==================== design 1
### Routing congestion, design 1

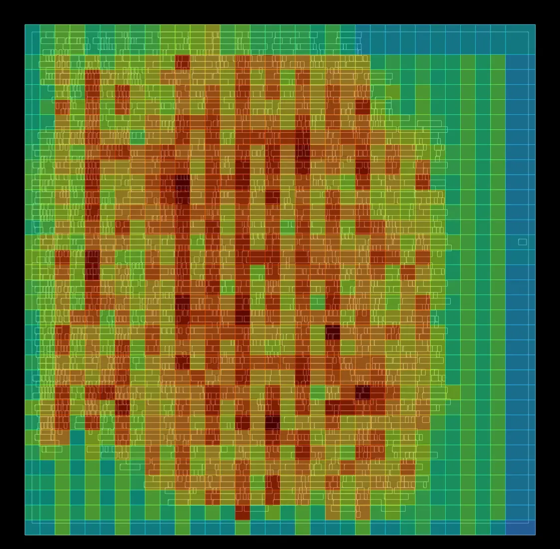

<file path="config.mk">
export PLATFORM = sky130hd
export DESIGN_NAME = sample_rle_packer
export DESIGN_NICKNAME = d
export VERILOG_FILES = /design/src/rtl/sample_rle_packer_pkg.sv /design/src/rtl/sample_fifo.sv /design/src/rtl/sample_rle_packer.sv
export SDC_FILE = /design/constraint.sdc
export NUM_CORES = 1
export LEC_CHECK = 0
export ABC_AREA = 1
export CAP_MARGIN = 5
export CORE_MARGIN = 3
export CORE_UTILIZATION = 50
export CTS_CLUSTER_SIZE = 14
export DETAILED_ROUTE_END_ITERATION = 12
export PLACE_DENSITY = 0.74
export SYNTH_ARGS = -nofsm -noshare
export SYNTH_HDL_FRONTEND = slang
export SYNTH_SLANG_ARGS = --single-unit
</file>
<file path="constraint.sdc">
create_clock -name clk_48 -period 4 [get_ports clk_48]
set_input_delay 0.6 -clock clk_48 [delete_from_list [all_inputs] [get_ports clk_48]]
set_output_delay 0.6 -clock clk_48 [all_outputs]
set_load 0.01 [all_outputs]
</file>
<file path="src/rtl/sample_rle_packer_pkg.sv">
// Shared definitions for the logic-analyser capture path.
//  REC_W         width of one run-length record {run_cnt, run_val}
//  BYTES_PER_REC bytes streamed per record, LSB first
//  RUN_MAX       largest repeat count a single record can carry
//  rle_rec_t     packed record layout as it sits in the FIFO
package sample_rle_packer_pkg;

  localparam int          REC_W         = 32;
  localparam int          BYTES_PER_REC = 4;
  localparam logic [15:0] RUN_MAX       = 16'hFFFF;
  localparam logic [1:0]  LAST_BYTE     = 2'(BYTES_PER_REC - 1);

  typedef struct packed {
    logic [15:0] cnt;  // extra repeats, 0 = seen once
    logic [15:0] val;  // sampled probe value
  } rle_rec_t;

endpackage

</file>
<file path="src/rtl/sample_fifo.sv">
// Synchronous record FIFO.
//  clk_48, rst     clock and synchronous active-high reset
//  push, wr_data   write request; ignored when full
//  pop, rd_data    read request; rd_data shows the head entry (first-word fall-through)
//  full, empty     occupancy flags derived from level
//  level           number of entries held (0 .. 2**FIFO_AW)
module sample_fifo
  import sample_rle_packer_pkg::*;
#(
  parameter int FIFO_AW = 4,
  parameter int DW      = REC_W
) (
  input  logic              clk_48,
  input  logic              rst,
  input  logic              push,
  input  logic [DW-1:0]     wr_data,
  input  logic              pop,
  output logic [DW-1:0]     rd_data,
  output logic              full,
  output logic              empty,
  output logic [FIFO_AW:0]  level
);

  localparam int DEPTH = 2 ** FIFO_AW;

  logic [DW-1:0]      mem [DEPTH];
  logic [FIFO_AW-1:0] wr_ptr;
  logic [FIFO_AW-1:0] rd_ptr;
  logic               do_push;
  logic               do_pop;

  // Full is judged on the occupancy before this cycle's pop, so a
  // simultaneous pop never makes room for a push.
  assign full    = (level == (FIFO_AW + 1)'(DEPTH));
  assign empty   = (level == '0);
  assign do_push = push && !full;
  assign do_pop  = pop && !empty;

  // Head is read combinationally so the serializer can load it in the
  // same cycle it pops, which keeps the byte stream gap-free.
  assign rd_data = mem[rd_ptr];

  always_ff @(posedge clk_48) begin
    if (do_push) begin
      mem[wr_ptr] <= wr_data;
    end
  end

  always_ff @(posedge clk_48) begin
    if (rst) begin
      wr_ptr <= '0;
      rd_ptr <= '0;
      level  <= '0;
    end else begin
      if (do_push) wr_ptr <= wr_ptr + 1'b1;
      if (do_pop)  rd_ptr <= rd_ptr + 1'b1;
      level <= level + {{FIFO_AW{1'b0}}, do_push} - {{FIFO_AW{1'b0}}, do_pop};
    end
  end

endmodule

</file>
<file path="src/rtl/sample_rle_packer.sv">
// Logic-analyser front end: samples 16 probe pins on a programmable strobe,
// run-length encodes them into 32-bit records, buffers the records and
// streams them out as bytes (LSB first) over a valid/ready handshake.
//  clk_48      system clock, only clock of the block
//  rst         synchronous active-high reset
//  enable      capture enable; falling edge flushes the open run
//  divider     strobe period minus 1
//  s_in        raw asynchronous probe pins
//  out_data    stream byte, out_valid qualifies it, out_ready accepts it
//  overflow    sticky record-dropped flag, cleared by rst or enable rising
//  fifo_level  records held in the FIFO
//  busy        open run, FIFO not empty or serializer active
module sample_rle_packer
  import sample_rle_packer_pkg::*;
#(
  parameter int FIFO_AW = 4
) (
  input  logic              clk_48,
  input  logic              rst,
  input  logic              enable,
  input  logic [15:0]       divider,
  input  logic [15:0]       s_in,
  output logic [7:0]        out_data,
  output logic              out_valid,
  input  logic              out_ready,
  output logic              overflow,
  output logic [FIFO_AW:0]  fifo_level,
  output logic              busy
);

  logic [15:0]      s_meta;
  logic [15:0]      s_sync;
  logic [15:0]      cnt;
  logic             strobe;
  logic             enable_d;
  logic             run_open;
  logic [15:0]      run_val;
  logic [15:0]      run_cnt;
  logic             push;
  rle_rec_t         push_rec;
  logic             pop;
  logic             fifo_full;
  logic             fifo_empty;
  logic [REC_W-1:0] head;
  logic [REC_W-1:0] shift_reg;
  logic [1:0]       byte_idx;

  // Two-flop synchronizer for the asynchronous probe pins.
  always_ff @(posedge clk_48) begin
    if (rst) begin
      s_meta <= '0;
      s_sync <= '0;
    end else begin
      s_meta <= s_in;
      s_sync <= s_meta;
    end
  end

  // Prescaler. An equality compare means a divider lowered below the
  // current count lets cnt run through 0xFFFF before the next strobe.
  assign strobe = enable && (cnt == divider);

  always_ff @(posedge clk_48) begin
    if (rst || !enable || strobe) begin
      cnt <= '0;
    end else begin
      cnt <= cnt + 16'd1;
    end
  end

  // A record leaves the encoder when the run is flushed by disable, or
  // when a strobe sees a new value or a saturated repeat count.
  assign push_rec = '{cnt: run_cnt, val: run_val};

  always_comb begin
    push = 1'b0;
    if (!enable) begin
      push = run_open;
    end else if (strobe && run_open &&
                 ((s_sync != run_val) || (run_cnt == RUN_MAX))) begin
      push = 1'b1;
    end
  end

  always_ff @(posedge clk_48) begin
    if (rst) begin
      run_open <= 1'b0;
      run_val  <= '0;
      run_cnt  <= '0;
    end else if (!enable) begin
      run_open <= 1'b0;
    end else if (strobe) begin
      if (!run_open || push) begin
        run_open <= 1'b1;
        run_val  <= s_sync;
        run_cnt  <= '0;
      end else begin
        run_cnt <= run_cnt + 16'd1;
      end
    end
  end

  // Sticky drop flag; a fresh capture session (enable rising) clears it.
  always_ff @(posedge clk_48) begin
    if (rst) begin
      enable_d <= 1'b0;
      overflow <= 1'b0;
    end else begin
      enable_d <= enable;
      if (enable && !enable_d) overflow <= 1'b0;
      if (push && fifo_full)   overflow <= 1'b1;
    end
  end

  sample_fifo #(
    .FIFO_AW (FIFO_AW),
    .DW      (REC_W)
  ) u_fifo (
    .clk_48  (clk_48),
    .rst     (rst),
    .push    (push),
    .wr_data (push_rec),
    .pop     (pop),
    .rd_data (head),
    .full    (fifo_full),
    .empty   (fifo_empty),
    .level   (fifo_level)
  );

  // Serializer: the record is shifted right a byte per accepted beat, so
  // out_data is always the low byte of a register and holds while stalled.
  // The next record loads on the same edge the last byte is accepted.
  assign pop = !fifo_empty && (!out_valid || (out_ready && (byte_idx == LAST_BYTE)));

  always_ff @(posedge clk_48) begin
    if (rst) begin
      out_valid <= 1'b0;
      shift_reg <= '0;
      byte_idx  <= '0;
    end else if (pop) begin
      out_valid <= 1'b1;
      shift_reg <= head;
      byte_idx  <= '0;
    end else if (out_valid && out_ready) begin
      shift_reg <= shift_reg >> 8;
      byte_idx  <= byte_idx + 2'd1;
      if (byte_idx == LAST_BYTE) out_valid <= 1'b0;
    end
  end

  assign out_data = shift_reg[7:0];
  assign busy     = run_open || !fifo_empty || out_valid;

endmodule
</file>
==================== design 2
`src/rtl/hvac_sequencer.sv`:
```
// Climate actuator sequencer: threshold/hysteresis heating and cooling with minimum on-time,
// post-run dead-time, and exclusive arbitration of the shared supply with the blinds motor.
module hvac_sequencer #(
    parameter int unsigned T_LOW  = 18,
    parameter int unsigned T_HIGH = 22,
    parameter int unsigned HYST   = 1,
    parameter int unsigned MIN_ON = 16,
    parameter int unsigned DEAD   = 8,
    parameter int unsigned CW     = 8
) (
    input  logic       clk,
    input  logic       rst,
    input  logic       enable,
    input  logic [4:0] temperature,
    input  logic       blind_req,
    output logic       blind_gnt,
    output logic       heating,
    output logic       cooling,
    output logic [1:0] state,
    output logic       busy
);

    typedef enum logic [1:0] {
        StIdle = 2'd0,
        StHeat = 2'd1,
        StCool = 2'd2,
        StDead = 2'd3
    } state_e;

    localparam logic [4:0]    TempLow  = 5'(T_LOW);
    localparam logic [4:0]    TempHigh = 5'(T_HIGH);
    localparam logic [4:0]    HeatOff  = 5'(T_LOW + HYST);
    localparam logic [4:0]    CoolOff  = 5'(T_HIGH - HYST);
    localparam logic [CW-1:0] MinOnTc  = CW'(MIN_ON - 1);
    localparam logic [CW-1:0] DeadTc   = CW'(DEAD - 1);
    localparam logic [CW-1:0] TimerMax = {CW{1'b1}};

    state_e        state_q, state_d;
    logic [CW-1:0] timer_q, timer_d;
    logic          gnt_q, gnt_d;
    logic          heating_q, cooling_q, busy_q;

    always_comb begin
        state_d = state_q;
        gnt_d   = 1'b0;
        unique case (state_q)
            StIdle: begin
                // Blinds own the supply until their grant has been seen low for a cycle
                if (blind_req || gnt_q) begin
                    gnt_d = blind_req;
                end else if (enable && (temperature < TempLow)) begin
                    state_d = StHeat;
                end else if (enable && (temperature > TempHigh)) begin
                    state_d = StCool;
                end
            end
            StHeat: begin
                if (!enable || ((timer_q >= MinOnTc) && (temperature >= HeatOff))) begin
                    state_d = StDead;
                end
            end
            StCool: begin
                if (!enable || ((timer_q >= MinOnTc) && (temperature <= CoolOff))) begin
                    state_d = StDead;
                end
            end
            StDead: begin
                // A pending blinds request is granted on the very first IDLE cycle
                if (timer_q >= DeadTc) begin
                    state_d = StIdle;
                    gnt_d   = blind_req;
                end
            end
        endcase

        if (state_d != state_q) begin
            timer_d = '0;
        end else if (timer_q == TimerMax) begin
            timer_d = timer_q;
        end else begin
            timer_d = timer_q + CW'(1);
        end
    end

    always_ff @(posedge clk) begin
        if (rst) begin
            state_q   <= StIdle;
            timer_q   <= '0;
            gnt_q     <= 1'b0;
            heating_q <= 1'b0;
            cooling_q <= 1'b0;
            busy_q    <= 1'b0;
        end else begin
            state_q   <= state_d;
            timer_q   <= timer_d;
            gnt_q     <= gnt_d;
            heating_q <= (state_d == StHeat);
            cooling_q <= (state_d == StCool);
            busy_q    <= (state_d != StIdle);
        end
    end

    assign state     = state_q;
    assign blind_gnt = gnt_q;
    assign heating   = heating_q;
    assign cooling   = cooling_q;
    assign busy      = busy_q;

endmodule
```
`config.mk`:
```
export PLATFORM = sky130hd
export DESIGN_NAME = hvac_sequencer
export DESIGN_NICKNAME = d
export VERILOG_FILES = /design/src/rtl/hvac_sequencer.sv
export SDC_FILE = /design/constraint.sdc
export NUM_CORES = 1
export LEC_CHECK = 0
export ABC_AREA = 1
export CORE_AREA = 2 2 47 49
export CTS_CLUSTER_DIAMETER = 150
export DETAILED_ROUTE_END_ITERATION = 6
export DIE_AREA = 0 0 49 51
export HOLD_SLACK_MARGIN = 0.06
export PLACE_DENSITY_LB_ADDON = 0.05
export SETUP_SLACK_MARGIN = 0.2
export SYNTH_ARGS = -nofsm -noshare
export SYNTH_HDL_FRONTEND = slang
export SYNTH_SLANG_ARGS = --single-unit
```
`constraint.sdc`:
```
create_clock -name clk -period 3 [get_ports clk]
set_input_delay 0.45 -clock clk [delete_from_list [all_inputs] [get_ports clk]]
set_output_delay 0.45 -clock clk [all_outputs]
set_load 0.05 [all_outputs]
```
### Local utilization, design 2

10 x 10 tiles, from white (low) to dark blue (high), 0 to 100% covered.
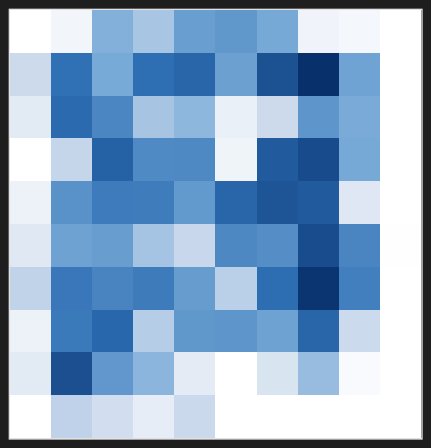
densest ninth of the die = center
fullest tile = 100%
emptiest ninth of the die = south-east

==> reports/notes.md, design 2 <==
## Status
• finished, final reports clean — outcome

## Min path
• timer_q[1] — hold-critical path endpoint

## Layout
• 174 — non-filler instance count after layout
• sky130_fd_sc_hd__nand2_1 — most frequently placed logic cell in the final layout
• 161 — number of nets in the finished design

## Critical path
• clkdlybuf4s50_1 — cells along the critical path
• output port — kind of end point of the critical path
• state[0] — Worst Setup EP

## CTS
• 0 — number of post-CTS setup repair buffers
• yes — CTS tree
• 1 — CTS H-tree depth
• 14 — clock sinks

## Placed design
• 969 ps — post-placement worst setup slack

## Detailed routing
• 1.64 mm — DRT Wirelength
• 803 — DR vias
• 4.61 — Vias per Instance

## Timing
• 928 ps — setup slack of the critical path after layout
• 483 MHz — maximum frequency from static timing analysis

## Pwr
• 628 nW/um2 — total power density per cell area

## Logic synthesis
• sky130_fd_sc_hd__nand2_1, sky130_fd_sc_hd__inv_1, sky130_fd_sc_hd__nor2_1, sky130_fd_sc_hd__dfxtp_1, sky130_fd_sc_hd__nand3_1 — Synth top cells by count
• sky130_fd_sc_hd__dfxtp_1 — post-synthesis cell type with the largest combined area
• 33.4% — top cell type's share of synthesized area

## Die
• 51 um — height of the die

[design 2: flip-flops by register name (all words and copies together) (netlist names)]
register / flops
state: 2
cooling: 1
busy: 1
timer_q: 8
blind_gnt: 1
heating: 1
[design 2: layout make-up]
class / instances / area share, %
multi-input cells: 91 / 44.9
flip-flops and latches: 14 / 26.7
repair buffers: 14 / 13.3
inverters: 23 / 8.22
clock buffers: 4 / 3.46
well taps: 28 / 3.34
[design 2: report_power, final]
part / leakage (uW) / switching (uW) / internal (uW)
clock: 0.0000210 / 55.5 / 73.7
sequential: 0.000114 / 27.6 / 219
combinational: 0.000373 / 180 / 103
total: 0.000508 / 263 / 396
[design 2: cells by family (layout without fill, tap and decap cells)]
kind of cell | after synthesis | after routing | synth area share [%]
AND/OR/NAND/NOR | 72 | 72 | 38.2
buffers and inverters | 23 | 41 | 10.3
flip-flops | 14 | 14 | 33.4
AND-OR/OR-AND | 10 | 10 | 6.42
adder cells (fa/ha/maj) | 5 | 5 | 7.46
XOR/XNOR | 4 | 4 | 4.18
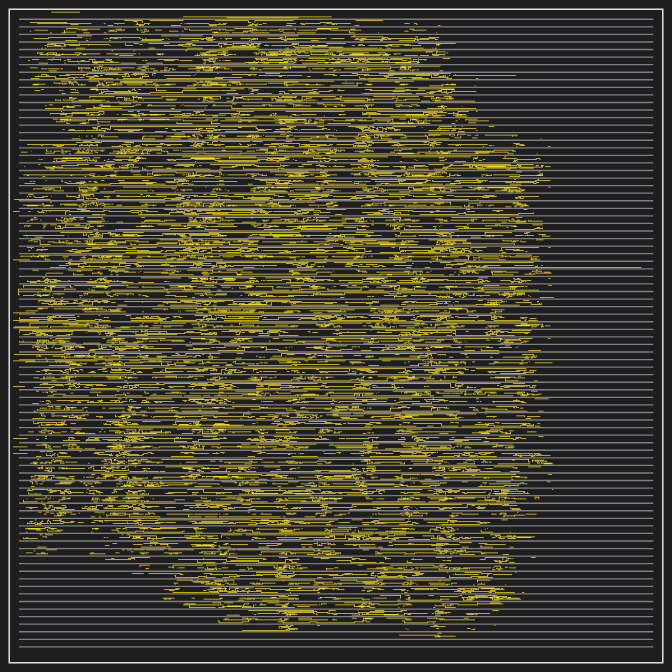
*M1 wires, design 1*
Supply wires on this layer in gray.
share of all routed wire = 40%
nets with wire on the layer = 2212
wire length on this layer = 25.9 mm
DR vias: 18000
DRT Wirelength: 65.2 mm
GR Util met1: 32.6%

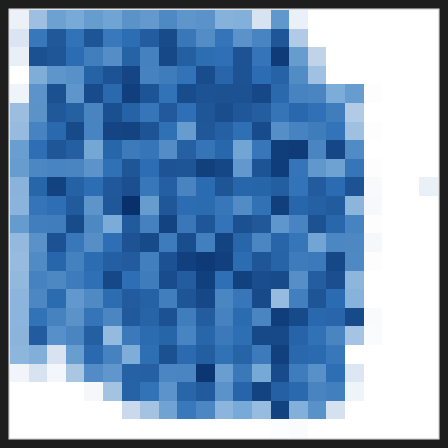
*Local utilization, design 1*
23 x 23 tiles, from white (low) to dark blue (high), 0 to 100% covered.
densest ninth of the die = center
mean over tiles = 52%
fullest tile = 100%

About 'Routing congestion' of design 1:
met2 track demand over resource: 37.1%
final core area utilization: 57.3%
met3 track demand over resource in global routing: 5.23%
total global-route track usage: 23.6%
layer carrying the most global-route usage: met2

==> reports/notes.md, design 1 <==
## Critical path
• simple AND/OR/NAND/NOR gates — category of cells accounting for the largest share of critical-path delay
• buf_4 -> inv_1 -> nor3_1 -> nand3_1 -> nand3_1 -> nand2_2 -> nand2_2 -> nand3_4 -> clkinv_2 -> nand2_2 -> nor2_4 -> buf_4 — cells along the critical path
• 18 — critical path peak fanout
• u_fifo.mem[7][9] — destination of the worst register-to-register timing path
• flop — kind of end point of the critical path

## CTS
• 0 — Hold Buf Count CTS
• 3 — number of buffers on the longest clock path
• sky130_fd_sc_hd__clkbuf_16 — CTS Root Buffer Type
• 0 — number of post-CTS setup repair buffers
• 2 — CTS H-tree depth

## Pwr
• 576 nW/um2 — total power density per cell area
• 0.0107 uW — leakage power total

## Layout
• 13.0% — signed area change from the synthesized netlist to the final layout
• 0 — antenna diode instance count

## Logic synthesis
• 0% — fraction of registers with async set/reset
• 26100 um2 — combined area of all synthesized cells
• 45 — number of distinct library cells after synthesis

## Timing
• 1030 ps — slew at the pin closest to its max-slew limit
• 0 — count of endpoints failing hold in the final timing report

## Min path
• enable_d — hold-critical path endpoint

## Status
• finished, final reports clean — outcome

## Die
• 50.7% — Init Core Util
• 83 — number of cell rows
• 235 um — height of the die

## Placed design
• 0.887 — RD Place Congestion
• 51 — IO buf count

## Detailed routing
• 21.5 um — wire per inst

[design 1: metrics by stage]
| step | utilization [%] | setup WS (ps) | hold slack, ps |
|---|---|---|---|
| final | 57.3 | 654 | 219 |
| after global routing | 57.3 | 441 | 229 |
| after CTS | 57.3 | 724 | 204 |
| after detailed placement | 53.8 | 487 | 393 |
| after global placement | 53.8 | 543 | 390 |
| after floorplan | - | 625 | 388 |
[design 1: metal layers]
metal	up-vias	GRT usage (%)	part of all wire, %
met2	1024	37.1	46
met4	0	8.56	3.4
met3	138	5.23	11
met1	8694	32.6	40
li1	8112	-	-
met5	-	0	0
[design 1: cells by family (layout without fill, tap and decap cells)]
logic type | after synthesis | in the layout | synth area share [%]
buffers and inverters | 307 | 403 | 4.82
flip-flops | 647 | 647 | 69.2
AND/OR/NAND/NOR | 777 | 777 | 12.7
AND-OR/OR-AND | 468 | 468 | 10.9
XOR/XNOR | 20 | 20 | 0.671
adder cells (fa/ha/maj) | 15 | 15 | 0.747
multiplexers | 25 | 25 | 0.958
[design 1: area by class of cell]
class	instances	area share (%)
multi-input cells	1305	23.4
flip-flops and latches	647	61.3
well taps	680	2.88
clock inverters	25	0.568
repair buffers	122	4.07
inverters	169	2.20
clock buffers	87	5.60


==> layout pictures side by side <==
Cell classes on the final placement.
shot_01.png
Scale bar: 10 um. Fill, decap, tap and diode cells in gray.
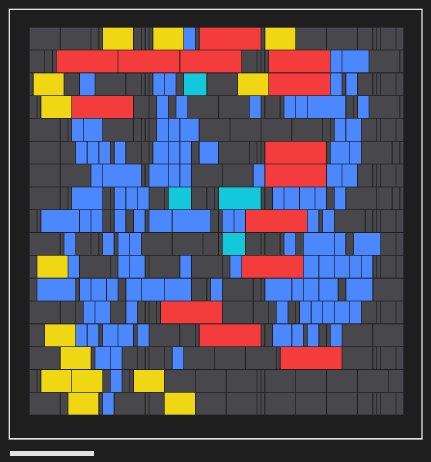
shot_02.png
Scale bar: 50 um. Fill, decap, tap and diode cells in gray.
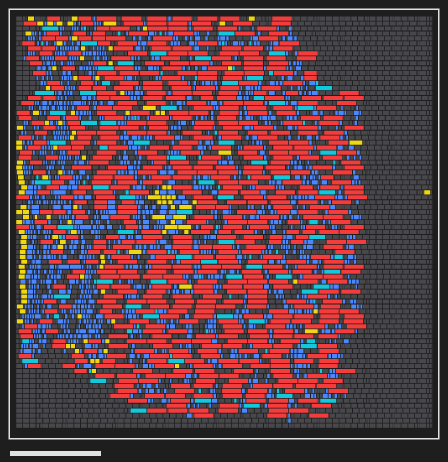
shot_01.png is design 2.
shot_02.png is design 1.

Key to shot_01.png:
other buffers and delay cells -> yellow  # cells 14, share of their area 14%
all other logic -> blue  # cells 114, share of their area 55%
flip-flops -> red  # cells 14, share of their area 28%
clock drivers and dummy loads -> cyan  # cells 4, share of their area 3.6%

Power and IR drop assume default switching activity.
